# ---- bh_run_ctrl_flat ----
bh_run_ctrl_flat/closeup.png
Region (41, 18) to (71, 48) µm. Cells in grey, sequential cells in the stronger grey; small squares are vias.
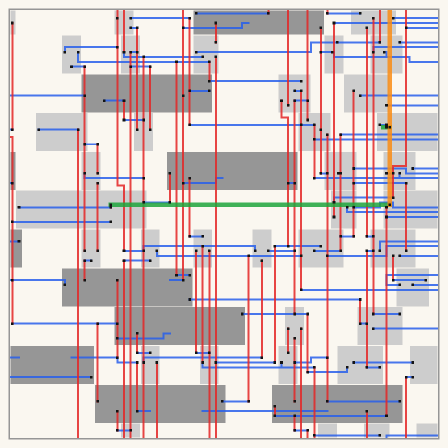

$ cat config.mk
export PLATFORM = sky130hd
export DESIGN_NAME = bh_run_ctrl_flat
export DESIGN_NICKNAME = d
export VERILOG_FILES = /design/src/rtl/bh_run_ctrl_if.sv /design/src/rtl/bh_run_ctrl.sv /design/src/flat_wrapper.sv
export SDC_FILE = /design/constraint.sdc
export NUM_CORES = 1
export LEC_CHECK = 0
export CAP_MARGIN = 20
export CELL_PAD_IN_SITES_DETAIL_PLACEMENT = 2
export CELL_PAD_IN_SITES_GLOBAL_PLACEMENT = 2
export CORE_MARGIN = 2
export CORE_UTILIZATION = 31
export DETAILED_ROUTE_END_ITERATION = 16
export PLACE_DENSITY_LB_ADDON = 0.1
export REMOVE_ABC_BUFFERS = 1
export SYNTH_ARGS = -nofsm -noshare
export SYNTH_HDL_FRONTEND = slang
export SYNTH_SLANG_ARGS = --single-unit
$ cat constraint.sdc
create_clock -name clock -period 3.7 [get_ports clock]
set_input_delay 0.555 -clock clock [delete_from_list [all_inputs] [get_ports clock]]
set_output_delay 0.555 -clock clock [all_outputs]
set_load 0.005 [all_outputs]
$ cat src/rtl/bh_run_ctrl_if.sv
// Load stream from a host or harness into bh_run_ctrl: program and tape bytes
// tagged by target, with the final beat flagged by s_last.
//
// Handshake: a beat transfers on the rising clock edge where s_valid && s_ready
// are both high. The master holds s_target/s_last/s_data stable while s_valid
// is high. s_ready never depends on s_valid. Cycles with s_valid low carry nothing.
interface bh_run_ctrl_if #(
  parameter int TAPE_DATA_WIDTH = 8
);
  logic                       s_valid;
  logic                       s_ready;
  logic                       s_target;
  logic                       s_last;
  logic [TAPE_DATA_WIDTH-1:0] s_data;

  modport master (output s_valid, s_target, s_last, s_data, input s_ready);
  modport slave  (input s_valid, s_target, s_last, s_data, output s_ready);
endinterface

$ cat src/rtl/bh_run_ctrl.sv
// Run controller for the brainhack core: clears the tape, streams in program and
// tape contents, appends the end marker, then runs the core until end or budget.
module bh_run_ctrl #(
  parameter int                     PRG_ADDR_WIDTH  = 8,
  parameter int                     INSTR_WIDTH     = 4,
  parameter int                     TAPE_ADDR_WIDTH = 8,
  parameter int                     TAPE_DATA_WIDTH = 8,
  parameter int                     CYCLE_WIDTH     = 16,
  parameter logic [INSTR_WIDTH-1:0] END_OPCODE      = '1
) (
  input  logic                       clock,
  input  logic                       reset_n,
  input  logic                       start,
  input  logic [CYCLE_WIDTH-1:0]     max_cycles,
  bh_run_ctrl_if.slave               ld,
  output logic                       prg_we,
  output logic [PRG_ADDR_WIDTH-1:0]  prg_waddr,
  output logic [INSTR_WIDTH-1:0]     prg_wdata,
  output logic                       tape_we,
  output logic [TAPE_ADDR_WIDTH-1:0] tape_waddr,
  output logic [TAPE_DATA_WIDTH-1:0] tape_wdata,
  input  logic [INSTR_WIDTH-1:0]     core_instr,
  output logic                       core_rst_n,
  output logic                       core_run,
  output logic                       busy,
  output logic                       done,
  output logic                       timed_out,
  output logic                       load_error,
  output logic [CYCLE_WIDTH-1:0]     cycle_count,
  output logic [2:0]                 state_dbg
);

  typedef enum logic [2:0] {
    ST_IDLE  = 3'd0,
    ST_CLEAR = 3'd1,
    ST_LOAD  = 3'd2,
    ST_TERM  = 3'd3,
    ST_RUN   = 3'd4,
    ST_DONE  = 3'd5
  } state_t;

  localparam logic [PRG_ADDR_WIDTH-1:0]  PRG_LAST  = '1;
  localparam logic [TAPE_ADDR_WIDTH-1:0] TAPE_LAST = '1;

  state_t                     state_q, state_d;
  logic [PRG_ADDR_WIDTH-1:0]  prg_cnt_q;
  // Extra MSB marks "tape full" so the counter never wraps back onto address 0.
  logic [TAPE_ADDR_WIDTH:0]   tape_cnt_q;
  logic [CYCLE_WIDTH-1:0]     max_q;
  logic [CYCLE_WIDTH-1:0]     cycle_q;
  logic                       done_q, timed_out_q, load_error_q;

  logic                       start_ok, accept, prg_full, tape_full, clear_last;
  logic                       hit_end, hit_budget;
  logic [CYCLE_WIDTH:0]       cycle_next;

  assign start_ok   = start && (state_q == ST_IDLE || state_q == ST_DONE);
  assign accept     = ld.s_valid && (state_q == ST_LOAD);
  // The top program address is reserved for the end marker.
  assign prg_full   = (prg_cnt_q == PRG_LAST);
  assign tape_full  = tape_cnt_q[TAPE_ADDR_WIDTH];
  assign clear_last = (tape_cnt_q[TAPE_ADDR_WIDTH-1:0] == TAPE_LAST);
  assign hit_end    = (core_instr == END_OPCODE);
  // One bit wider so a saturated counter can never alias onto the budget.
  assign cycle_next = {1'b0, cycle_q} + 1'b1;
  assign hit_budget = (max_q != '0) && (cycle_next == {1'b0, max_q});

  always_ff @(posedge clock or negedge reset_n) begin
    if (!reset_n) state_q <= ST_IDLE;
    else          state_q <= state_d;
  end

  always_comb begin
    state_d = state_q;
    case (state_q)
      ST_IDLE, ST_DONE: if (start) state_d = ST_CLEAR;
      ST_CLEAR:         if (clear_last) state_d = ST_LOAD;
      ST_LOAD:          if (accept && ld.s_last) state_d = ST_TERM;
      ST_TERM:          state_d = load_error_q ? ST_DONE : ST_RUN;
      ST_RUN:           if (hit_end || hit_budget) state_d = ST_DONE;
      default:          state_d = ST_IDLE;
    endcase
  end

  always_ff @(posedge clock or negedge reset_n) begin
    if (!reset_n) begin
      prg_cnt_q    <= '0;
      tape_cnt_q   <= '0;
      max_q        <= '0;
      cycle_q      <= '0;
      done_q       <= 1'b0;
      timed_out_q  <= 1'b0;
      load_error_q <= 1'b0;
    end else begin
      if (start_ok) begin
        prg_cnt_q    <= '0;
        tape_cnt_q   <= '0;
        max_q        <= max_cycles;
        cycle_q      <= '0;
        done_q       <= 1'b0;
        timed_out_q  <= 1'b0;
        load_error_q <= 1'b0;
      end
      case (state_q)
        // The tape counter doubles as the clear address and restarts for loading.
        ST_CLEAR: tape_cnt_q <= clear_last ? '0 : tape_cnt_q + 1'b1;
        ST_LOAD: begin
          if (accept) begin
            if (!ld.s_target) begin
              if (prg_full) load_error_q <= 1'b1;
              else          prg_cnt_q    <= prg_cnt_q + 1'b1;
            end else begin
              if (tape_full) load_error_q <= 1'b1;
              else           tape_cnt_q   <= tape_cnt_q + 1'b1;
            end
          end
        end
        ST_RUN: begin
          if (cycle_q != '1) cycle_q <= cycle_q + 1'b1;
          if (hit_end)         done_q      <= 1'b1;
          else if (hit_budget) timed_out_q <= 1'b1;
        end
        default: ;
      endcase
    end
  end

  always_comb begin
    ld.s_ready = 1'b0;
    prg_we     = 1'b0;
    prg_waddr  = '0;
    prg_wdata  = '0;
    tape_we    = 1'b0;
    tape_waddr = '0;
    tape_wdata = '0;
    core_rst_n = 1'b0;
    core_run   = 1'b0;
    busy       = 1'b0;
    case (state_q)
      ST_CLEAR: begin
        busy       = 1'b1;
        tape_we    = 1'b1;
        tape_waddr = tape_cnt_q[TAPE_ADDR_WIDTH-1:0];
      end
      ST_LOAD: begin
        busy       = 1'b1;
        ld.s_ready = 1'b1;
        prg_waddr  = prg_cnt_q;
        prg_wdata  = ld.s_data[INSTR_WIDTH-1:0];
        prg_we     = accept && !ld.s_target && !prg_full;
        tape_waddr = tape_cnt_q[TAPE_ADDR_WIDTH-1:0];
        tape_wdata = ld.s_data;
        tape_we    = accept && ld.s_target && !tape_full;
      end
      ST_TERM: begin
        busy      = 1'b1;
        prg_we    = 1'b1;
        prg_waddr = prg_cnt_q;
        prg_wdata = END_OPCODE;
      end
      ST_RUN: begin
        busy       = 1'b1;
        core_rst_n = 1'b1;
        core_run   = 1'b1;
      end
      // Core held out of reset but frozen so its state can be inspected.
      ST_DONE: core_rst_n = 1'b1;
      default: ;
    endcase
  end

  assign done        = done_q;
  assign timed_out   = timed_out_q;
  assign load_error  = load_error_q;
  assign cycle_count = cycle_q;
  assign state_dbg   = state_q;

endmodule
$ cat src/flat_wrapper.sv
// flat-port wrapper written by rule: the top's interface ports become plain ports
module bh_run_ctrl_flat 
#(
  parameter int                     PRG_ADDR_WIDTH  = 8,
  parameter int                     INSTR_WIDTH     = 4,
  parameter int                     TAPE_ADDR_WIDTH = 8,
  parameter int                     TAPE_DATA_WIDTH = 8,
  parameter int                     CYCLE_WIDTH     = 16,
  parameter logic [INSTR_WIDTH-1:0] END_OPCODE      = '1
)
  (clock, reset_n, start, max_cycles, prg_we, prg_waddr, prg_wdata, tape_we, tape_waddr, tape_wdata, core_instr, core_rst_n, core_run, busy, done, timed_out, load_error, cycle_count, state_dbg, ld_s_valid, ld_s_target, ld_s_last, ld_s_data, ld_s_ready);
  bh_run_ctrl_if #(.TAPE_DATA_WIDTH(TAPE_DATA_WIDTH)) ld_i ();
  input  logic clock;
  input  logic reset_n;
  input  logic start;
  input  logic [CYCLE_WIDTH-1:0] max_cycles;
  output logic prg_we;
  output logic [PRG_ADDR_WIDTH-1:0] prg_waddr;
  output logic [INSTR_WIDTH-1:0] prg_wdata;
  output logic tape_we;
  output logic [TAPE_ADDR_WIDTH-1:0] tape_waddr;
  output logic [TAPE_DATA_WIDTH-1:0] tape_wdata;
  input  logic [INSTR_WIDTH-1:0] core_instr;
  output logic core_rst_n;
  output logic core_run;
  output logic busy;
  output logic done;
  output logic timed_out;
  output logic load_error;
  output logic [CYCLE_WIDTH-1:0] cycle_count;
  output logic [2:0] state_dbg;
  input wire logic [$bits(ld_i.s_valid)-1:0] ld_s_valid;
  input wire logic [$bits(ld_i.s_target)-1:0] ld_s_target;
  input wire logic [$bits(ld_i.s_last)-1:0] ld_s_last;
  input wire logic [$bits(ld_i.s_data)-1:0] ld_s_data;
  output wire logic [$bits(ld_i.s_ready)-1:0] ld_s_ready;
  assign ld_i.s_valid = ld_s_valid;
  assign ld_i.s_target = ld_s_target;
  assign ld_i.s_last = ld_s_last;
  assign ld_i.s_data = ld_s_data;
  assign ld_s_ready = ld_i.s_ready;
  bh_run_ctrl #(.PRG_ADDR_WIDTH(PRG_ADDR_WIDTH), .INSTR_WIDTH(INSTR_WIDTH), .TAPE_ADDR_WIDTH(TAPE_ADDR_WIDTH), .TAPE_DATA_WIDTH(TAPE_DATA_WIDTH), .CYCLE_WIDTH(CYCLE_WIDTH), .END_OPCODE(END_OPCODE)) u_core (.clock(clock), .reset_n(reset_n), .start(start), .max_cycles(max_cycles), .ld(ld_i), .prg_we(prg_we), .prg_waddr(prg_waddr), .prg_wdata(prg_wdata), .tape_we(tape_we), .tape_waddr(tape_waddr), .tape_wdata(tape_wdata), .core_instr(core_instr), .core_rst_n(core_rst_n), .core_run(core_run), .busy(busy), .done(done), .timed_out(timed_out), .load_error(load_error), .cycle_count(cycle_count), .state_dbg(state_dbg));
endmodule
# ---- freq_mul_scheduler_flat ----
`src/rtl/freq_mul_if.sv`:
```
// freq_mul_if: requester/multiplier handshake bundle between the scheduler and its environment.
interface freq_mul_if #(parameter int NREQ = 4);
  logic [NREQ-1:0]   req;
  logic [3*NREQ-1:0] n_cfg;
  logic              lock_valid;
  logic [NREQ-1:0]   gnt;
  logic [2:0]        n_sel;
  logic              adjust;
  logic              busy;
  logic              done;
  logic              timeout_err;
  modport master (input req, n_cfg, lock_valid, output gnt, n_sel, adjust, busy, done, timeout_err);
  modport slave (output req, n_cfg, lock_valid, input gnt, n_sel, adjust, busy, done, timeout_err);
endinterface

```
`src/rtl/freq_mul_scheduler.sv`:
```
// freq_mul_scheduler: round-robin sharing of one frequency-multiplier channel with adjust/valid sequencing and timeout.
module freq_mul_scheduler #(
  parameter int NREQ    = 4,
  parameter int ADJ_CYC = 2,
  parameter int TIMEOUT = 1000
) (
  input logic        clk,
  input logic        rst,
  freq_mul_if.master bus
);
  localparam int W = $clog2(NREQ);
  localparam logic [1:0] IDLE = 2'd0, ADJ = 2'd1, WAIT = 2'd2, OWN = 2'd3;
  logic [1:0]      state;
  logic [W-1:0]    last, own, win, c;
  logic [3:0]      cnt;
  logic [15:0]     timer;
  logic [NREQ-1:0] gnt;
  logic [2:0]      n_sel;
  logic            adjust, busy, done, timeout_err;
  logic            held, expire;
  assign held   = bus.req[own];
  assign expire = state == WAIT && held && !bus.lock_valid && timer == 16'(TIMEOUT - 1);
  // Scan backwards so the requester closest after last overrides the rest.
  always_comb begin
    win = last;
    c   = last;
    for (int i = NREQ; i >= 1; i--) begin
      c = W'((int'(last) + i) % NREQ);
      if (bus.req[c]) win = c;
    end
  end
  always_ff @(posedge clk or negedge rst) begin
    if (!rst) begin
      state       <= IDLE;
      last        <= W'(NREQ - 1);
      own         <= '0;
      cnt         <= '0;
      timer       <= '0;
      gnt         <= '0;
      n_sel       <= '0;
      adjust      <= 1'b0;
      busy        <= 1'b0;
      done        <= 1'b0;
      timeout_err <= 1'b0;
    end else begin
      done        <= state == WAIT && held && bus.lock_valid;
      timeout_err <= expire;
      if (state == IDLE) begin
        if (|bus.req) begin
          state  <= ADJ;
          own    <= win;
          gnt    <= NREQ'(1) << win;
          n_sel  <= bus.n_cfg[3*int'(win) +: 3];
          adjust <= 1'b1;
          busy   <= 1'b1;
          cnt    <= '0;
        end
      end else if (!held || expire) begin
        state  <= IDLE;
        gnt    <= '0;
        adjust <= 1'b0;
        busy   <= 1'b0;
        last   <= own;
      end else if (state == ADJ) begin
        if (cnt == 4'(ADJ_CYC - 1)) begin
          adjust <= 1'b0;
          timer  <= '0;
          state  <= WAIT;
        end else cnt <= cnt + 4'd1;
      end else if (state == WAIT) begin
        if (bus.lock_valid) state <= OWN;
        else timer <= timer + 16'd1;
      end
    end
  end
  assign bus.gnt         = gnt;
  assign bus.n_sel       = n_sel;
  assign bus.adjust      = adjust;
  assign bus.busy        = busy;
  assign bus.done        = done;
  assign bus.timeout_err = timeout_err;
endmodule

```
`src/flat_wrapper.sv`:
```
// flat-port wrapper written by rule: the top's interface ports become plain ports
module freq_mul_scheduler_flat 
#(
  parameter int NREQ    = 4,
  parameter int ADJ_CYC = 2,
  parameter int TIMEOUT = 1000
)
  (clk, rst, bus_req, bus_n_cfg, bus_lock_valid, bus_gnt, bus_n_sel, bus_adjust, bus_busy, bus_done, bus_timeout_err);
  freq_mul_if #(.NREQ(NREQ)) bus_i ();
  input logic clk;
  input logic rst;
  input wire logic [$bits(bus_i.req)-1:0] bus_req;
  input wire logic [$bits(bus_i.n_cfg)-1:0] bus_n_cfg;
  input wire logic [$bits(bus_i.lock_valid)-1:0] bus_lock_valid;
  output wire logic [$bits(bus_i.gnt)-1:0] bus_gnt;
  output wire logic [$bits(bus_i.n_sel)-1:0] bus_n_sel;
  output wire logic [$bits(bus_i.adjust)-1:0] bus_adjust;
  output wire logic [$bits(bus_i.busy)-1:0] bus_busy;
  output wire logic [$bits(bus_i.done)-1:0] bus_done;
  output wire logic [$bits(bus_i.timeout_err)-1:0] bus_timeout_err;
  assign bus_i.req = bus_req;
  assign bus_i.n_cfg = bus_n_cfg;
  assign bus_i.lock_valid = bus_lock_valid;
  assign bus_gnt = bus_i.gnt;
  assign bus_n_sel = bus_i.n_sel;
  assign bus_adjust = bus_i.adjust;
  assign bus_busy = bus_i.busy;
  assign bus_done = bus_i.done;
  assign bus_timeout_err = bus_i.timeout_err;
  freq_mul_scheduler #(.NREQ(NREQ), .ADJ_CYC(ADJ_CYC), .TIMEOUT(TIMEOUT)) u_core (.clk(clk), .rst(rst), .bus(bus_i));
endmodule
```
`config.mk`:
```
export PLATFORM = sky130hd
export DESIGN_NAME = freq_mul_scheduler_flat
export DESIGN_NICKNAME = d
export VERILOG_FILES = /design/src/rtl/freq_mul_if.sv /design/src/rtl/freq_mul_scheduler.sv /design/src/flat_wrapper.sv
export SDC_FILE = /design/constraint.sdc
export NUM_CORES = 1
export LEC_CHECK = 0
export CAP_MARGIN = 5
export CORE_MARGIN = 2
export CORE_UTILIZATION = 58
export CTS_CLUSTER_SIZE = 16
export DETAILED_ROUTE_END_ITERATION = 7
export GPL_TIMING_DRIVEN = 0
export PLACE_DENSITY = 0.84
export SLEW_MARGIN = 20
export SYNTH_ARGS = -nofsm -noshare
export SYNTH_HDL_FRONTEND = slang
export SYNTH_SLANG_ARGS = --single-unit
```
`constraint.sdc`:
```
create_clock -name clk -period 4.2 [get_ports clk]
set_input_delay 1.26 -clock clk [delete_from_list [all_inputs] [get_ports clk]]
set_output_delay 1.26 -clock clk [all_outputs]
set_load 0.03 [all_outputs]
```
# ---- ula_serial_ctrl ----
### src/rtl/ula_serial_ctrl.sv
// Bit-serial sequencer for the 2-bit ALU slice: one WIDTH-bit operation in WIDTH/2 steps.
// Optional macro ULA_SERIAL_ZERO_FLAG_EN adds a registered zero-result flag.
module ula_serial_ctrl #(
    parameter int WIDTH = 8
) (
    input  logic             clk,
    input  logic             rst,
    input  logic             start,
    input  logic [4:0]       op,
    input  logic [WIDTH-1:0] a,
    input  logic [WIDTH-1:0] b,
    input  logic             cin,
    output logic             busy,
    output logic             done,
    output logic [WIDTH-1:0] result,
    output logic             cout,
`ifdef ULA_SERIAL_ZERO_FLAG_EN
    output logic             zero,
`endif
    output logic             sl_inva,
    output logic             sl_ena,
    output logic             sl_enb,
    output logic             sl_f0,
    output logic             sl_f1,
    output logic [1:0]       sl_a,
    output logic [1:0]       sl_b,
    output logic             sl_cin,
    input  logic [1:0]       sl_out,
    input  logic             sl_cout
);
    localparam int N  = WIDTH / 2;
    localparam int KW = (N > 1) ? $clog2(N) : 1;
    localparam logic [KW-1:0] LAST = KW'(N - 1);

    typedef enum logic [1:0] {IDLE, RUN, DONE} state_t;

    state_t           state_reg;
    logic [4:0]       op_reg;
    logic [WIDTH-1:0] a_reg;
    logic [WIDTH-1:0] b_reg;
    logic             cin_reg;
    logic             carry_reg;
    logic [KW-1:0]    k_reg;
    logic [WIDTH-1:0] result_reg;
    logic [WIDTH-1:0] result_next;
    logic             cout_reg;
    logic             busy_reg;
    logic             done_reg;
`ifdef ULA_SERIAL_ZERO_FLAG_EN
    logic             zero_reg;
    assign zero = zero_reg;
`endif

    assign busy   = busy_reg;
    assign done   = done_reg;
    assign result = result_reg;
    assign cout   = cout_reg;

    // Only the bit-pair addressed by the current step takes the slice output.
    generate
        for (genvar gi = 0; gi < N; gi++) begin : g_pair
            assign result_next[2*gi+1:2*gi] = (k_reg == KW'(gi)) ? sl_out
                                                                 : result_reg[2*gi+1:2*gi];
        end
    endgenerate

    // Slice drive comes from registered state only; operands shift so bits [1:0] are the current pair.
    always_comb begin
        sl_inva = 1'b0;
        sl_ena  = 1'b0;
        sl_enb  = 1'b0;
        sl_f0   = 1'b0;
        sl_f1   = 1'b0;
        sl_a    = 2'b00;
        sl_b    = 2'b00;
        sl_cin  = 1'b0;
        if (state_reg == RUN) begin
            {sl_inva, sl_ena, sl_enb, sl_f0, sl_f1} = op_reg;
            sl_a   = a_reg[1:0];
            sl_b   = b_reg[1:0];
            sl_cin = (k_reg == '0) ? cin_reg : carry_reg;
        end
    end

    always_ff @(posedge clk) begin
        if (rst) begin
            state_reg  <= IDLE;
            op_reg     <= '0;
            a_reg      <= '0;
            b_reg      <= '0;
            cin_reg    <= 1'b0;
            carry_reg  <= 1'b0;
            k_reg      <= '0;
            result_reg <= '0;
            cout_reg   <= 1'b0;
            busy_reg   <= 1'b0;
            done_reg   <= 1'b0;
`ifdef ULA_SERIAL_ZERO_FLAG_EN
            zero_reg   <= 1'b0;
`endif
        end else begin
            case (state_reg)
                IDLE: begin
                    done_reg <= 1'b0;
                    if (start) begin
                        op_reg    <= op;
                        a_reg     <= a;
                        b_reg     <= b;
                        cin_reg   <= cin;
                        k_reg     <= '0;
                        busy_reg  <= 1'b1;
                        state_reg <= RUN;
                    end
                end
                RUN: begin
                    result_reg <= result_next;
                    carry_reg  <= sl_cout;
                    k_reg      <= k_reg + 1'b1;
                    a_reg      <= a_reg >> 2;
                    b_reg      <= b_reg >> 2;
                    if (k_reg == LAST) begin
                        cout_reg  <= sl_cout;
`ifdef ULA_SERIAL_ZERO_FLAG_EN
                        zero_reg  <= (result_next == '0);
`endif
                        done_reg  <= 1'b1;
                        state_reg <= DONE;
                    end
                end
                DONE: begin
                    done_reg  <= 1'b0;
                    busy_reg  <= 1'b0;
                    state_reg <= IDLE;
                end
                default: state_reg <= IDLE;
            endcase
        end
    end
endmodule

### config.mk
export PLATFORM = sky130hd
export DESIGN_NAME = ula_serial_ctrl
export DESIGN_NICKNAME = d
export VERILOG_FILES = /design/src/rtl/ula_serial_ctrl.sv
export SDC_FILE = /design/constraint.sdc
export NUM_CORES = 1
export LEC_CHECK = 0
export ABC_AREA = 1
export ABC_CLOCK_PERIOD_IN_PS = 1900
export CELL_PAD_IN_SITES_DETAIL_PLACEMENT = 2
export CELL_PAD_IN_SITES_GLOBAL_PLACEMENT = 2
export CORE_ASPECT_RATIO = 1.4
export CORE_MARGIN = 2
export CORE_UTILIZATION = 27
export CTS_CLUSTER_SIZE = 14
export DETAILED_ROUTE_END_ITERATION = 10
export PLACE_DENSITY = 0.89
export SLEW_MARGIN = 20
export SYNTH_ARGS = -nofsm -noshare
export SYNTH_HDL_FRONTEND = slang
export SYNTH_SLANG_ARGS = --single-unit
### constraint.sdc
create_clock -name clk -period 1.9 [get_ports clk]
set_input_delay 0.38 -clock clk [delete_from_list [all_inputs] [get_ports clk]]
set_output_delay 0.38 -clock clk [all_outputs]
set_load 0.01 [all_outputs]
# ---- stim_seq_gen ----
--- src/rtl/stim_seq_pkg.sv ---
// Shared types and LFSR helpers for the stimulus sequencer.
// Optional feature macro: STIM_SEQ_LFSR_EN (compiles the LFSR tap table and next-value function).
package stim_seq_pkg;

  typedef enum logic [1:0] {
    ST_IDLE = 2'd0,
    ST_RUN  = 2'd1,
    ST_DONE = 2'd2
  } state_e;

`ifdef STIM_SEQ_LFSR_EN
  // Maximal-length Fibonacci tap masks, bit i set means register bit i feeds the XOR
  function automatic logic [15:0] lfsr_taps(input int unsigned w);
    logic [15:0] taps;
    case (w)
      2:       taps = 16'h0003;
      3:       taps = 16'h0006;
      4:       taps = 16'h000C;
      5:       taps = 16'h0014;
      6:       taps = 16'h0030;
      7:       taps = 16'h0060;
      8:       taps = 16'h00B8;
      9:       taps = 16'h0110;
      10:      taps = 16'h0240;
      11:      taps = 16'h0500;
      12:      taps = 16'h0829;
      13:      taps = 16'h100D;
      14:      taps = 16'h2015;
      15:      taps = 16'h6000;
      16:      taps = 16'hD008;
      default: taps = 16'h0003;
    endcase
    return taps;
  endfunction

  // Shift left, feed XOR of taps into the LSB, trim to w bits
  function automatic logic [15:0] lfsr_next(input logic [15:0] cur, input int unsigned w);
    logic [15:0] mask;
    logic        fb;
    mask = 16'((32'd1 << w) - 32'd1);
    fb   = ^(cur & lfsr_taps(w));
    return ((cur << 1) | {15'd0, fb}) & mask;
  endfunction
`endif

endpackage

--- src/rtl/stim_lfsr.sv ---
// Next-value logic for the LFSR mode; load selects the (non-zero) seed.
// Optional feature macro: STIM_SEQ_LFSR_EN (module exists only when defined).
`ifdef STIM_SEQ_LFSR_EN
module stim_lfsr
  import stim_seq_pkg::*;
#(
  parameter int unsigned WIDTH = 8,
  parameter int unsigned SEED  = 5
) (
  input  logic             load,
  input  logic [WIDTH-1:0] cur,
  output logic [WIDTH-1:0] nxt_c
);

  // An all-zero seed would lock the register, so substitute 1
  localparam logic [WIDTH-1:0] SEED_LOAD =
    (WIDTH'(SEED) == '0) ? WIDTH'(1) : WIDTH'(SEED);

  // Seed on load, otherwise one LFSR step
  always_comb begin
    nxt_c = SEED_LOAD;
    if (!load) begin
      nxt_c = WIDTH'(lfsr_next(16'(cur), WIDTH));
    end
  end

endmodule
`endif

--- src/rtl/stim_seq_gen.sv ---
// Stimulus sequencer: emits STEPS updates of a counter/LFSR value, one every PERIOD cycles.
// Optional feature macro: STIM_SEQ_LFSR_EN (enables LFSR mode; otherwise mode and SEED are ignored).
module stim_seq_gen
  import stim_seq_pkg::*;
#(
  parameter int unsigned WIDTH  = 8,
  parameter int unsigned STEPS  = 2,
  parameter int unsigned PERIOD = 10,
  parameter int unsigned SEED   = 5
) (
  input  logic             clk,
  input  logic             rst,
  input  logic             start,
  input  logic             abort,
  input  logic             mode,
  output logic [WIDTH-1:0] seq_out,
  output logic             seq_valid,
  output logic             busy,
  output logic             done
);

  localparam int unsigned CYC_W  = $clog2(PERIOD + 1);
  localparam int unsigned STEP_W = $clog2(STEPS + 1);
  localparam logic [CYC_W-1:0]  CYC_LAST  = CYC_W'(PERIOD - 1);
  localparam logic [STEP_W-1:0] STEP_LAST = STEP_W'(STEPS);

  state_e            state_q, state_d;
  logic [CYC_W-1:0]  cyc_q, cyc_d;
  logic [STEP_W-1:0] step_q, step_d;
  logic [WIDTH-1:0]  seq_q, seq_d;
  logic              valid_q, valid_d;
  logic              busy_q, busy_d;
  logic              done_q, done_d;
  logic [WIDTH-1:0]  load_val_c;
  logic [WIDTH-1:0]  step_val_c;

`ifdef STIM_SEQ_LFSR_EN
  logic             mode_q, mode_d;
  logic             load_c;
  logic [WIDTH-1:0] lfsr_nxt_c;

  assign load_c = (state_q == ST_IDLE) && start;

  stim_lfsr #(
    .WIDTH (WIDTH),
    .SEED  (SEED)
  ) u_lfsr (
    .load  (load_c),
    .cur   (seq_q),
    .nxt_c (lfsr_nxt_c)
  );

  // Start value uses the live mode pin, updates use the latched mode
  always_comb begin
    load_val_c = mode ? lfsr_nxt_c : '0;
    step_val_c = mode_q ? lfsr_nxt_c : seq_q + WIDTH'(1);
  end
`else
  logic cfg_unused;
  assign cfg_unused = ^{mode, WIDTH'(SEED)};

  // Pure counter: start at zero, increment with silent wrap
  always_comb begin
    load_val_c = '0;
    step_val_c = seq_q + WIDTH'(1);
  end
`endif

  // Next-state, counters and output intents
  always_comb begin
    state_d = state_q;
    cyc_d   = cyc_q;
    step_d  = step_q;
    seq_d   = seq_q;
    valid_d = 1'b0;
`ifdef STIM_SEQ_LFSR_EN
    mode_d  = mode_q;
`endif
    case (state_q)
      ST_IDLE: begin
        if (start) begin
          state_d = ST_RUN;
          cyc_d   = '0;
          step_d  = '0;
          seq_d   = load_val_c;
`ifdef STIM_SEQ_LFSR_EN
          mode_d  = mode;
`endif
        end
      end
      ST_RUN: begin
        if (abort) begin
          state_d = ST_IDLE;
        end else if (cyc_q == CYC_LAST) begin
          if (step_q < STEP_LAST) begin
            seq_d   = step_val_c;
            valid_d = 1'b1;
            step_d  = step_q + STEP_W'(1);
            cyc_d   = '0;
          end else begin
            state_d = ST_DONE;
          end
        end else begin
          cyc_d = cyc_q + CYC_W'(1);
        end
      end
      ST_DONE: begin
        state_d = ST_IDLE;
      end
      default: begin
        state_d = ST_IDLE;
      end
    endcase
    busy_d = (state_d == ST_RUN);
    done_d = (state_d == ST_DONE);
  end

  // State and registered outputs, cleared asynchronously
  always_ff @(posedge clk or posedge rst) begin
    if (rst) begin
      state_q <= ST_IDLE;
      cyc_q   <= '0;
      step_q  <= '0;
      seq_q   <= '0;
      valid_q <= 1'b0;
      busy_q  <= 1'b0;
      done_q  <= 1'b0;
`ifdef STIM_SEQ_LFSR_EN
      mode_q  <= 1'b0;
`endif
    end else begin
      state_q <= state_d;
      cyc_q   <= cyc_d;
      step_q  <= step_d;
      seq_q   <= seq_d;
      valid_q <= valid_d;
      busy_q  <= busy_d;
      done_q  <= done_d;
`ifdef STIM_SEQ_LFSR_EN
      mode_q  <= mode_d;
`endif
    end
  end

  assign seq_out   = seq_q;
  assign seq_valid = valid_q;
  assign busy      = busy_q;
  assign done      = done_q;

endmodule

--- config.mk ---
export PLATFORM = sky130hd
export DESIGN_NAME = stim_seq_gen
export DESIGN_NICKNAME = d
export VERILOG_FILES = /design/src/rtl/stim_seq_pkg.sv /design/src/rtl/stim_lfsr.sv /design/src/rtl/stim_seq_gen.sv
export SDC_FILE = /design/constraint.sdc
export NUM_CORES = 1
export LEC_CHECK = 0
export CORE_MARGIN = 3
export CORE_UTILIZATION = 40
export DETAILED_ROUTE_END_ITERATION = 12
export GPL_TIMING_DRIVEN = 0
export MAX_ROUTING_LAYER = met4
export SETUP_SLACK_MARGIN = 0.4
export SLEW_MARGIN = 5
export SYNTH_ARGS = -nofsm -noshare
export SYNTH_HDL_FRONTEND = slang
export SYNTH_HIERARCHICAL = 1
export SYNTH_SLANG_ARGS = --single-unit
export TNS_END_PERCENT = 20
--- constraint.sdc ---
create_clock -name clk -period 1.9 [get_ports clk]
set_input_delay 0.38 -clock clk [delete_from_list [all_inputs] [get_ports clk]]
set_output_delay 0.38 -clock clk [all_outputs]
set_load 0.005 [all_outputs]
bh_run_ctrl_flat/route_heat.png
(3 px per µm) The die is cut into 22 by 22 equal tiles; white is low, dark blue is high, scaled to the fullest tile. Values are wire area over tile area, all layers added.
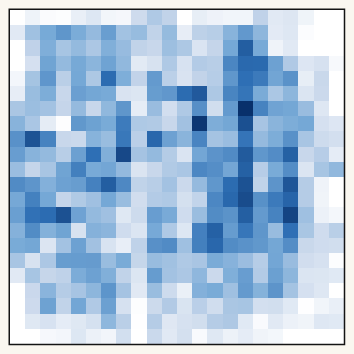
fullest tile: 0.40
nearly empty tiles: 7.0%
mean over tiles: 0.15
tiles over half the peak: 29%
emptiest ninth of the die: bottom right

Notes on bh_run_ctrl_flat/closeup.png above:
[green] M3
[red] M2
[blue] M1
[orange] M4
cells with their middle in the window: 38
sequential cells in the window: 8
most frequent: nand2_1 (13), dfrtp_1 (8), xor2_1 (3)
netlist names of flops here include: `u_core.max_q` (7), `u_core.prg_cnt_q` (1)

==> impl_metrics.csv, bh_run_ctrl_flat <==
group,metric,value,unit
cells_and_area,final_common_cell,"clkdlybuf4s50_1",
cells_and_area,largest_class,"logic gates",
placement,post-place-cells,630,
yosys,ys_async_sr_fraction,1.00,
clock_tree,clock_sinks,55,
cells_and_area,comb_cells,328,
sta,hold_violations,0,
cells_and_area,lay_top_cells,"clkdlybuf4s50_1 (88), nand2_1 (69), dfrtp_1 (55)",
power_and_ir_drop,powerDensity,446,mW/mm²
die,core_area,0.0113,mm²
critical_path,cp-start-kind,"register",
sta,min_period,3.04,ns
global_route,grt_max_degree,43,
critical_path,r2r-start,"u_core.cycle_count[0]",
detailed_routing,dr.first_iter.drc_count,96,
cells_and_area,mi_logic_area,0.00200,mm²
yosys,logic_family,"simple AND/OR/NAND/NOR gates",
detailed_routing,wl,11700,µm
yosys,synth_cell_types,61,
cells_and_area,seq_cells,55,
detailed_routing,wl_met3,559,µm
clock_tree,cts_root_buffer,"clkbuf_16",
detailed_routing,first_pass_iters,4,
run_status,status,"finished, final reports clean",
clock_tree,clk_path_buf_depth,2,
cells_and_area,buffer_area_frac,0.199,
clock_tree,cts.repair.resized,0,
yosys,synthXorXnorAreaFrac,0.0639,
yosys,mux_share,0.00596,
yosys,ys_seq_frac,0.386,
critical_path,worstSetupEndpointType,"output port",
clock_tree,numCtsBuffers,5,
sta,slew_violations,0,
critical_path,r2r-end,"u_core.cycle_count[5]",
cells_and_area,comb_share,0.424,
critical_path,endpoint,"prg_we",
clock_tree,insertion_delay,0.30,ns
die,die_h,111,µm
die,fp-row-count,39,
cells_and_area,clock_buffers,6,
yosys,yosys_most_used_dff,"dfrtp_1",
global_route,grt_pass1_vias,3714,
global_route,busiest_layer,"met2",
detailed_routing,postRouteAntennaNets,0,
cells_and_area,seq_area,0.00138,mm²
==> bh_run_ctrl_flat: metrics by stage <==
stage | area (µm²) | hold WS [ns] | total power [mW] | setup WS (ns)
floorplan | 3420 | 0.259 | 1.21 | 1.24
global placement | 4520 | 0.474 | 1.46 | 1.00
global route | 4730 | 0.0721 | 2.26 | 0.387
CTS | 4710 | 0.465 | 2.14 | 0.604
finish | 4730 | 0.0745 | 2.11 | 0.656
detailed placement | 4520 | 0.494 | 1.50 | 0.946
==> bh_run_ctrl_flat: worst max-delay path: stages (launching register included) <==
cell and delay (ns):
dfrtp_1 0.58, nor3b_2 0.55, nand3b_2 0.21, nand2b_1 0.25
nand2_1 0.09, clkdlybuf4s50_1 0.50
==> bh_run_ctrl_flat: power by group through the flow <==
stage                     clock [mW]  sequential [mW]  combinational [mW]
after floorplan                    0            0.839               0.375
after global placement             0            0.887               0.574
after detailed placement           0            0.896               0.605
after CTS                      0.642            0.885               0.614
after global routing           0.670            0.906               0.687
final                          0.628            0.881               0.601
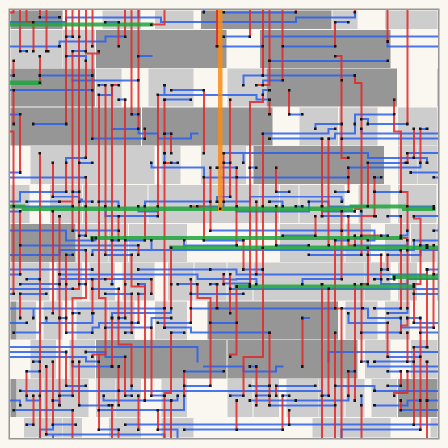
freq_mul_scheduler_flat/closeup.png
Region (17, 4) to (47, 34) µm. Cells in grey, sequential cells in the stronger grey; small squares are vias.
[red] M2
[green] M3
[orange] M4
[blue] M1
most frequent: dfrtp_1 (11), nand3_1 (6), a21oi_1 (6)
sequential cells in the window: 11
cells with their middle in the window: 76
netlist names of flops here include: `u_core.timer` (7), `u_core.bus.gnt` (2)

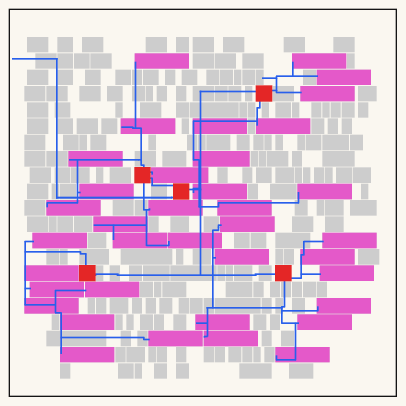
freq_mul_scheduler_flat/clock_wires.png
(6 px per µm)
[red] clock-net drivers | count: 5
[blue] clock wires | length: 433 µm
[magenta] flip-flops | count: 37
routed clock nets: 6
final setup skew: 0.0124 ns
clock latency (worst-skew pair): 0.35 ns
clock-net power: 0.197 mW

==> impl_metrics.csv, freq_mul_scheduler_flat <==
group,metric,value,unit
run_status,status,"finished, final reports clean",
detailed_routing,wl,4570,µm
detailed_routing,postRouteAntennaNets,0,
cells_and_area,seq_cells,37,
global_route,grt_max_degree,21,
yosys,ys_cells,213,
yosys,edf_count,0,
yosys,aoi_share,0.205,
critical_path,cp.arrival,3.22,ns
critical_path,r2r-end,"u_core.timer[12]",
global_route,met1_usage,0.347,
detailed_routing,post-route-drc-count,0,
yosys,ys_area,0.00211,mm²
cells_and_area,final_common_cell,"dfrtp_1",
sta,slew_violations,0,
placement,place_ws,0.873,ns
global_route,use_met2,0.391,
yosys,synth.area.top_cells,"dfrtp_1 (42%), a21oi_1 (3.1%), nor2_1 (3.0%), nand2_1 (2.9%), and3_1 (2.7%)",
cells_and_area,reg_top3,"u_core.timer x16, u_core.bus.gnt x4, u_core.cnt x4",
cells_and_area,fill_cells,255,
yosys,mux_share,0.0214,
clock_tree,numCtsBuffers,5,
critical_path,crit_required,4.43,ns
cells_and_area,nets,272,
cells_and_area,final_util,0.742,
sta,hold_violations,0,
run,cap_violations,0,
yosys,synth_nets,235,
clock_tree,cts_root_buffer,"clkbuf_4",
placement,gp_congestion,0.820,
yosys,synth.most_common_cell,"dfrtp_1",
## freq_mul_scheduler_flat: through the flow
| stage | hold slack (ns) | cell area, µm² | power (mW) | instances |
|---|---|---|---|---|
| global placement | 0.477 | 2450 | 1.26 | 288 |
| CTS | 0.506 | 2530 | 1.48 | 297 |
| detailed placement | 0.467 | 2480 | 1.28 | 289 |
| floorplan | 0.473 | 2110 | 1.05 | 213 |
| finish | 0.505 | 2530 | 1.47 | 297 |
| global route | 0.520 | 2530 | 1.58 | 297 |
## freq_mul_scheduler_flat: report_power, final
part	switching, mW	internal [mW]
combinational	0.431	0.295
sequential	0.0883	0.459
clock	0.114	0.0826
## freq_mul_scheduler_flat: kinds of logic after synthesis
kind of cell,count (synthesis)
AND-OR/OR-AND,60
XOR/XNOR,7
adder cells (fa/ha/maj),3
buffers and inverters,11
flip-flops,37
multiplexers,3
AND/OR/NAND/NOR,92
## freq_mul_scheduler_flat: worst max-delay path, stage by stage
cell and delay (ns):
clkdlybuf4s50_1 0.57, mux4_2 0.47, inv_1 0.11, nor3_2 0.40, buf_2 0.31, nor2_1 0.08
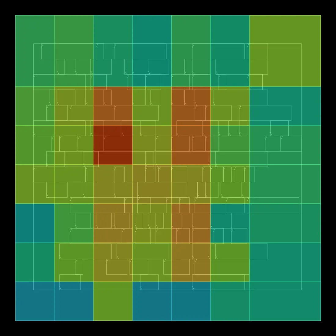
stim_seq_gen/congestion_map.png
Routed wire per std cell: 13.4 µm
met3 Usage GRT: 0.0277
met1 Usage GRT: 0.216
GRT busiest layer: met2

==> impl_metrics.csv, stim_seq_gen <==
group,metric,value,unit
run_status,status,"finished, final reports clean",
global_route,globalRouteOverflowTotal,0,
clock_tree,numCtsBuffers,3,
power_and_ir_drop,fin_total_pwr,0.842,mW
sta,setup_tns,0,ns
cells_and_area,area_growth,39.1,%
global_route,antenna_found_initial,0,
yosys,mux_share,0.0109,
power_and_ir_drop,peakVddDrop,602,µV
yosys,synthXorXnorAreaFrac,0.0666,
yosys,synth_nets,98,
placement,port_buffers,14,
cells_and_area,comb_cells,65,
detailed_routing,wl_met3,55,µm
die,die_area,0.00291,mm²
critical_path,cp-start-kind,"register",
cells_and_area,nNonClkInverters,5,
power_and_ir_drop,p_clk,0.209,mW
critical_path,worstSetupEndpointType,"output port",
cells_and_area,final_area,0.00128,mm²
detailed_routing,wl_met2,914,µm
global_route,grt_max_degree,20,
yosys,ys_async_sr_fraction,1.00,
power_and_ir_drop,p_leak,0.625,nW
detailed_routing,dr.first_iter.drc_count,15,
power_and_ir_drop,power_leader,"registers",
yosys,edf_count,0,
cells_and_area,seq_share,0.374,
global_route,use_met2,0.230,
critical_path,startpoint,"seq_out[6]",
critical_path,critPathKind,"register to output port",
clock_tree,cts.repair.resized,11,
critical_path,cp_slowest_cell,"clkdlybuf4s50_1",
cells_and_area,clock_buffers,4,
yosys,ys_cells,90,
[stim_seq_gen: worst max path at each step]
| stage | to | slack (ns) | cells past startpoint |
|---|---|---|---|
| finish | seq_out[6] | 0.35 | 1 |
| detailed placement | seq_out[1] | -0.14 | 5 |
| global placement | seq_out[1] | -0.15 | 5 |
| global route | seq_out[5] | 0.28 | 6 |
| floorplan | seq_out[1] | 0.41 | 4 |
| CTS | seq_out[5] | 0.32 | 6 |
[stim_seq_gen: registers in the layout, indices dropped and copies added (netlist names)]
| signal | flops |
|---|---|
| step_q | 2 |
| cyc_q | 4 |
| state_q | 2 |
| seq_out | 8 |
| busy | 1 |
| done | 1 |
| seq_valid | 1 |
[stim_seq_gen: cell usage in the layout (no fill, tap or decap), drive strengths merged, types with 4 or more instances in the layout]
master / Yosys / final
dlygate4sd2: 0 / 4
clkdlybuf4s50: 0 / 9
clkbuf: 1 / 5
buf: 0 / 13
nand2: 7 / 7
dfrtp: 19 / 19
nor2: 8 / 8
inv: 5 / 5
xnor2: 4 / 4
nand3: 8 / 8
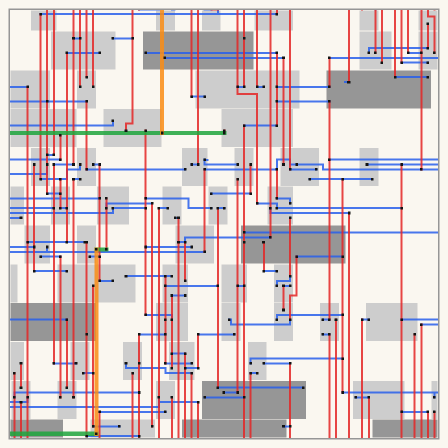
ula_serial_ctrl/closeup.png
Region (22, 15) to (52, 45) µm. Cells in grey, sequential cells in the stronger grey; small squares are vias.
[red] M2
[green] M3
[orange] M4
[blue] M1
sequential cells in the window: 5
cells with their middle in the window: 52
most frequent: nor2_1 (12), nand2_1 (7), inv_1 (5)

==> impl_metrics.csv, ula_serial_ctrl <==
group,metric,value,unit
detailed_routing,routed_via_density,4.61,
yosys,synth.most_common_cell,"nand2_1",
critical_path,crit_required,1.52,ns
power_and_ir_drop,p_seq_frac,0.478,
placement,post-place-cells,392,
hold_path,worstHoldPathCells,2,
yosys,edf_count,0,
cells_and_area,drive_above_1_share,0.122,
global_route,met1_usage,0.184,
die,fp-utilization,0.279,
sta,timing.hold.ws,0.473,ns
critical_path,slowest_delay,0.35,ns
power_and_ir_drop,p_seq,0.884,mW
clock_tree,clock_sinks,38,
run_status,status,"finished, final reports clean",
cells_and_area,nets,358,
yosys,logic_family,"simple AND/OR/NAND/NOR gates",
global_route,globalRouteOverflowTotal,0,
global_route,grt_pass1_vias,1965,
sta,post-route-period-util,0.895,
yosys,yosys_most_used_dff,"dfxtp_1",
global_route,use_met2,0.321,
sta,hold_violations,0,
cells_and_area,num_antenna_cells,0,
critical_path,r2r_cells,5,
==> ula_serial_ctrl: worst register-to-register path, delay by kind of cell, from the launching register on <==
kind	cells	cell delay, ns
AOI/OAI and AO/OA	1	0.21
buffers and inverters	2	0.46
and+or+nand+nor	2	0.28
DFF	1	0.44
==> ula_serial_ctrl: layout by cell type, fill, tap and decap left out, drive strengths merged <==
cell,count
clkinv,1
o21ai,11
nor2,72
clkinvlp,1
dlygate4sd2,9
dfxtp,38
nand2,80
clkbuf,7
clkdlybuf4s50,38
inv,33
o21a,1
a21oi,8
ha,4
nand3,16
buf,8
==> ula_serial_ctrl: routing by layer <==
metal | vias to the layer above | part of all wire
met1 | 895 | 0.38
met2 | 28 | 0.56
met4 | 0 | 0.017
li1 | 920 | -
met5 | - | 0
met3 | 7 | 0.034
==> ula_serial_ctrl: layout make-up <==
cell class / instances / area [µm²] / share of cell area
tap: 74 / 92.6 / 0.0373
sequential: 38 / 766 / 0.308
timing repair buffer: 56 / 524 / 0.211
clock inverter: 2 / 12.5 / 0.00504
multi-input combinational: 192 / 881 / 0.354
inverter: 33 / 126 / 0.0509
clock buffer: 6 / 82.6 / 0.0332

==> screenshots <==
Logic cells by family.
Plate I
(12 px per µm)
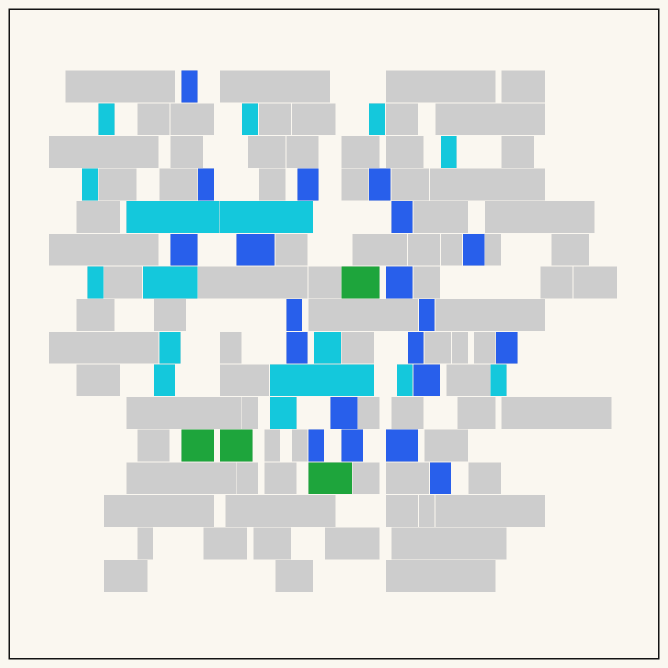
Plate II
(6 px per µm)
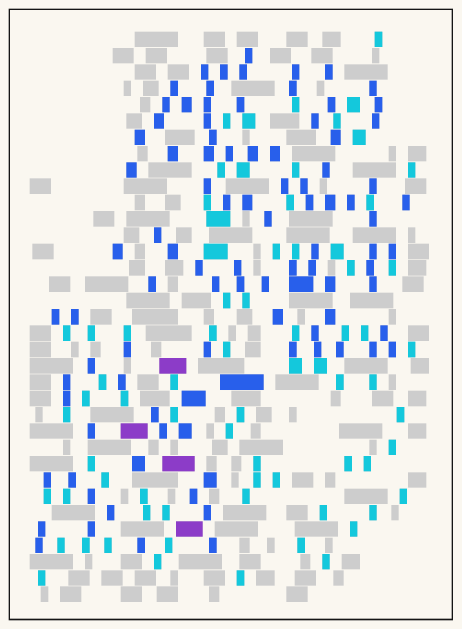
Plate III
(4 px per µm)
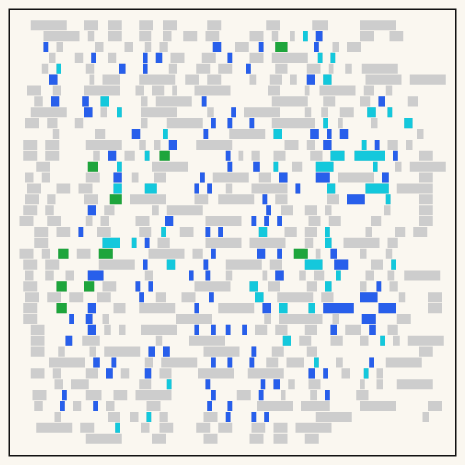
Plate IV
(10 px per µm)
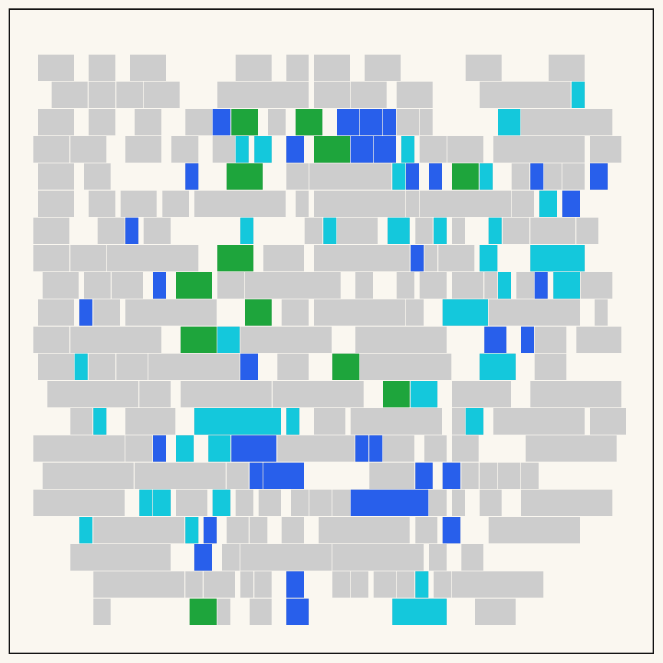
- freq_mul_scheduler_flat = Plate IV
- bh_run_ctrl_flat = Plate III
- ula_serial_ctrl = Plate II
- stim_seq_gen = Plate I
- fewest cells: Plate I
- most cells: Plate III

Key to Plate I:
[cyan] nor cells | cells: 16 | most used: nor2_1
[blue] nand cells | cells: 20 | most used: nand3_1 | where: middle
[green] non-inverting ao/oa cells | cells: 4 | most used: o21a_1


# ---- seg7_scan_ctrl ----
### config.mk
export PLATFORM = sky130hd
export DESIGN_NAME = seg7_scan_ctrl
export DESIGN_NICKNAME = d
export VERILOG_FILES = /design/src/rtl/seg7_scan_ctrl_pkg.sv /design/src/rtl/seg7_hex_decode.sv /design/src/rtl/seg7_scan_ctrl.sv
export SDC_FILE = /design/constraint.sdc
export NUM_CORES = 1
export LEC_CHECK = 0
export CAP_MARGIN = 10
export CORE_MARGIN = 2
export CORE_UTILIZATION = 25
export DETAILED_ROUTE_END_ITERATION = 8
export HOLD_SLACK_MARGIN = 0.05
export PLACE_DENSITY_LB_ADDON = 0.15
export SYNTH_ARGS = -nofsm -noshare
export SYNTH_HDL_FRONTEND = slang
export SYNTH_HIERARCHICAL = 1
export SYNTH_SLANG_ARGS = --single-unit
### constraint.sdc
create_clock -name clk -period 3.1 [get_ports clk]
set_input_delay 0.31 -clock clk [delete_from_list [all_inputs] [get_ports clk]]
set_output_delay 0.31 -clock clk [all_outputs]
set_load 0.05 [all_outputs]
### src/rtl/seg7_scan_ctrl_pkg.sv
// seg7_scan_ctrl_pkg: shared segment table, polarity and digit count for the display blocks
package seg7_scan_ctrl_pkg;
  localparam int NUM_DIGITS = 8;
  localparam logic SEG_ACTIVE_HIGH = 1'b1;
  localparam logic [15:0][6:0] SEG_TABLE = {
    7'h71, 7'h79, 7'h5E, 7'h39, 7'h7C, 7'h77, 7'h6F, 7'h7F,
    7'h07, 7'h7D, 7'h6D, 7'h66, 7'h4F, 7'h5B, 7'h06, 7'h3F
  };
endpackage

### src/rtl/seg7_hex_decode.sv
// seg7_hex_decode: combinational nibble to gfedcba segment lookup
module seg7_hex_decode
  import seg7_scan_ctrl_pkg::*;
(
  input  logic [3:0] nib,
  output logic [6:0] seg
);
  assign seg = SEG_ACTIVE_HIGH ? SEG_TABLE[nib] : ~SEG_TABLE[nib];
endmodule

### src/rtl/seg7_scan_ctrl.sv
// seg7_scan_ctrl: latches a 32-bit word and time-multiplexes it onto an 8-digit seven-segment array
module seg7_scan_ctrl
  import seg7_scan_ctrl_pkg::*;
#(
  parameter int DIV_CNT = 100000,
  parameter int BLANK_CYCLES = 1000,
  parameter int CNT_W = 17
) (
  input  logic                  clk,
  input  logic                  rst,
  input  logic                  wr_en,
  input  logic [31:0]           wdata,
  input  logic [NUM_DIGITS-1:0] dp_in,
  input  logic                  disp_en,
  input  logic                  lz_en,
  output logic [7:0]            seg,
  output logic [NUM_DIGITS-1:0] an,
  output logic [31:0]           shown
);
  localparam int IDX_W = $clog2(NUM_DIGITS);
  localparam logic [CNT_W-1:0] SLOT_LAST = CNT_W'(DIV_CNT - 1);
  localparam logic [CNT_W-1:0] BLANK_END = CNT_W'(BLANK_CYCLES);
  logic [31:0] data_reg;
  logic [NUM_DIGITS-1:0] dp_reg;
  logic [CNT_W-1:0] slot_cnt;
  logic [IDX_W-1:0] scan_idx;
  logic [NUM_DIGITS-1:0] supp;
  logic [6:0] hex;
  logic lit;
  assign shown = data_reg;
  // a digit is suppressed when it and every digit to its left are zero; digit 0 always shows
  always_comb begin
    supp = '0;
    for (int i = 1; i < NUM_DIGITS; i++) supp[i] = lz_en && ((data_reg >> (4 * i)) == 32'd0);
  end
  seg7_hex_decode u_dec (
    .nib(data_reg[{scan_idx, 2'b00} +: 4]),
    .seg(hex)
  );
  assign lit = disp_en && (slot_cnt >= BLANK_END) && !supp[scan_idx];
  // write latch; independent of the scan so writes never shift digit timing
  always_ff @(posedge clk or posedge rst) begin
    if (rst) begin
      data_reg <= '0;
      dp_reg <= '0;
    end else if (wr_en) begin
      data_reg <= wdata;
      dp_reg <= dp_in;
    end
  end
  // slot counter and digit index keep running even while the display is disabled
  always_ff @(posedge clk or posedge rst) begin
    if (rst) begin
      slot_cnt <= '0;
      scan_idx <= '0;
    end else if (slot_cnt == SLOT_LAST) begin
      slot_cnt <= '0;
      scan_idx <= scan_idx + 1'b1;
    end else begin
      slot_cnt <= slot_cnt + 1'b1;
    end
  end
  // registered pin drive; the decimal point follows its digit's suppression
  always_ff @(posedge clk or posedge rst) begin
    if (rst) begin
      an <= '0;
      seg <= '0;
    end else begin
      an <= lit ? NUM_DIGITS'(1) << scan_idx : '0;
      seg <= lit ? {dp_reg[scan_idx], hex} : '0;
    end
  end
endmodule

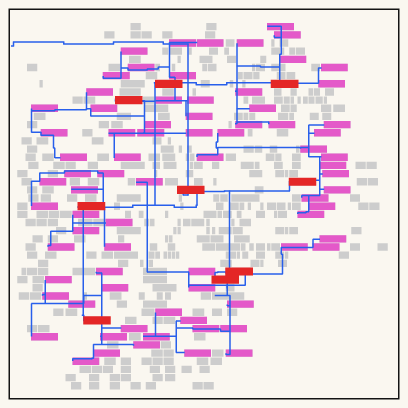
seg7_scan_ctrl/clock_wires.png
(3 px per µm)
[blue] clock wires | length: 1170 µm
[red] clock-net drivers | count: 9
[magenta] flip-flops | count: 76
flops lie: all over the die
routed clock nets: 10
Clock power frac: 0.407
clock latency (worst-skew pair): 0.34 ns
clock-net power: 1.10 mW
final setup skew: 0.00569 ns

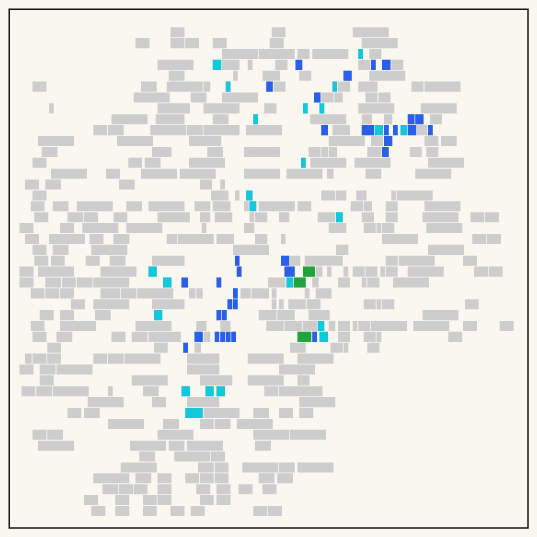
seg7_scan_ctrl/gates.png
(4 px per µm)
[cyan] nor cells | cells: 23
[blue] nand cells | cells: 34 | most used: nand2_1
[green] non-inverting ao/oa cells | cells: 3

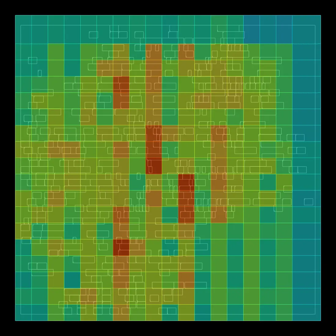
seg7_scan_ctrl/congestion_map.png
met3 Usage GRT: 0.0467
met2 GRT Util: 0.191
met1 Usage GRT: 0.170
GRT Overall Usage: 0.128
Routed wire per std cell: 15.8 µm

==> impl_metrics.csv <==
group,metric,value,unit
yosys,ys_warn_count,6,
yosys,synth.cell_area,0.00393,mm²
detailed_routing,top_layer,"met4",
die,pin_count,93,
yosys,synth_nets,377,
cells_and_area,lay_top_cells,"clkdlybuf4s50_1 (91), dfrtp_1 (76), mux2_2 (44)",
sta,worst_slew_pin_slew,0.919,ns
die,fp-row-count,45,
detailed_routing,post-route-drc-count,0,
detailed_routing,wl_met1,4570,µm
cells_and_area,final_common_cell,"clkdlybuf4s50_1",
critical_path,cpLargestDelayFamily,"multiplexers",
clock_tree,postCtsSetupBuffers,0,
yosys,edf_count,0,
placement,dpl.hpwl,7220,µm
power_and_ir_drop,powerDensity,500,mW/mm²
sta,hold_violations,0,
run,cap_violations,0,
power_and_ir_drop,p_leak,2.20,nW
detailed_routing,routed_via_density,4.55,
sta,timing.hold.ws,0.437,ns
detailed_routing,wl_met2,4510,µm
clock_tree,htree_levels,3,
detailed_routing,vias,2844,
sta,max_slew_margin,0.387,
global_route,grt_max_degree,42,
run_status,status,"finished, final reports clean",
clock_tree,tritoncts,"done",
yosys,common_cells,"dfrtp_1 (76), mux2_2 (44), inv_1 (23), nand2_1 (18), ha_1 (15)",
placement,port_buffers,92,
sta,setup_ws,0.395,ns
cells_and_area,largest_reg_flops,32,
global_route,globalRouteOverflowTotal,0,
global_route,grt_pass1_vias,3034,
sta,rsz0062_at_grt,"no",
die,fp-utilization,0.257,
sta,setup_tns,0,ns
critical_path,r2r_cells,9,
global_route,antenna_found_initial,0,
cells_and_area,layout.cells.non_filler,625,
[how the worst max path moves through the flow]
stage                            from     end
after CTS                 scan_idx[1]  seg[3]
after floorplan           scan_idx[1]  seg[3]
after detailed placement  scan_idx[1]  seg[3]
final                     scan_idx[1]  seg[3]
after global placement    scan_idx[1]  seg[3]
after global routing      scan_idx[1]  seg[3]
[per-layer routing]
layer,global-route usage,vias to the layer above
met5,0,-
met4,0.0480,0
met3,0.0467,9
met2,0.191,83
met1,0.170,1399
li1,-,1353
[layout make-up]
type	count	area (µm²)
inverters	23	86.3
clock inverters	3	43.8
multi-input cells	199	1830
repair buffers	100	988
fillers	1565	9880
flip-flops and latches	76	1900
well taps	211	264
clock buffers	13	270
[kinds of logic after synthesis]
group                      synth area share
xor gates and xnor gates             0.0312
adders and majority gates            0.0478
and+or+nand+nor                       0.102
muxes                                 0.204
AOI/OAI and AO/OA                    0.0794
DFF                                   0.484
buffers and inverters                0.0507
[report_power, final]
part	internal [mW]	leakage, nW	total [mW]	switching (mW)
Combinational	0.218	1.09	0.490	0.272
Clock	0.689	0.156	1.10	0.406
Sequential	1.04	0.956	1.11	0.0609
Total	1.95	2.20	2.69	0.739


==> screenshots <==
Wire density map.
picture 1
(6 px per µm) The die is cut into 13 by 13 equal tiles; white is low, dark blue is high, scaled to the fullest tile. Values are wire area over tile area, all layers added.
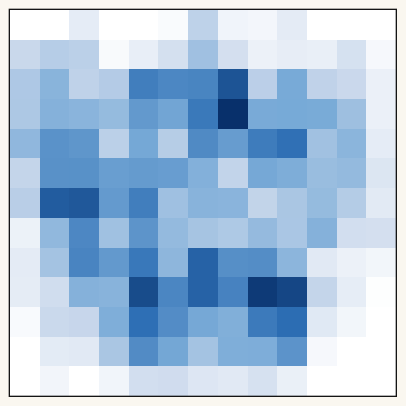
picture 2
(4 px per µm) The die is cut into 15 by 20 equal tiles; white is low, dark blue is high, scaled to the fullest tile. Values are wire area over tile area, all layers added.
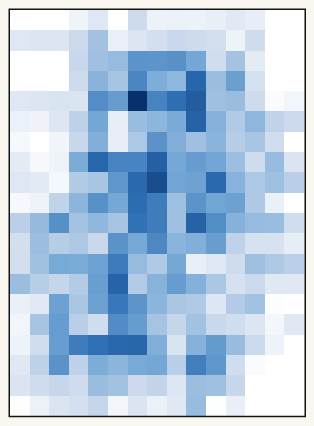
picture 3
(3 px per µm) The die is cut into 26 by 26 equal tiles; white is low, dark blue is high, scaled to the fullest tile. Values are wire area over tile area, all layers added.
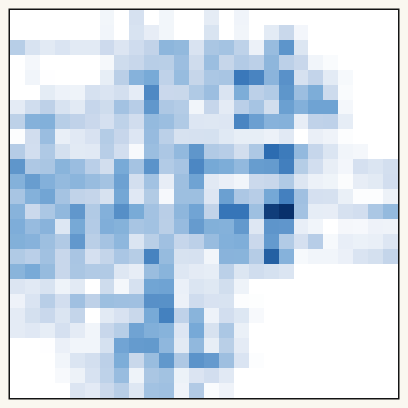
picture 4
(6 px per µm) The die is cut into 11 by 11 equal tiles; white is low, dark blue is high, scaled to the fullest tile. Values are wire area over tile area, all layers added.
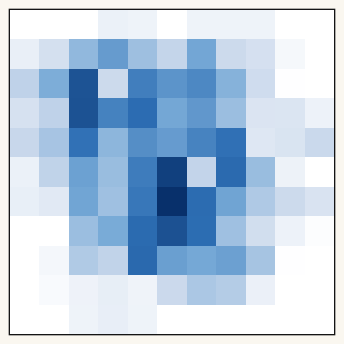
stim_seq_gen -> picture 4
ula_serial_ctrl -> picture 2
freq_mul_scheduler_flat -> picture 1
seg7_scan_ctrl -> picture 3
The one with the largest die is picture 3.

Power is estimated from default activity; no workload was simulated.
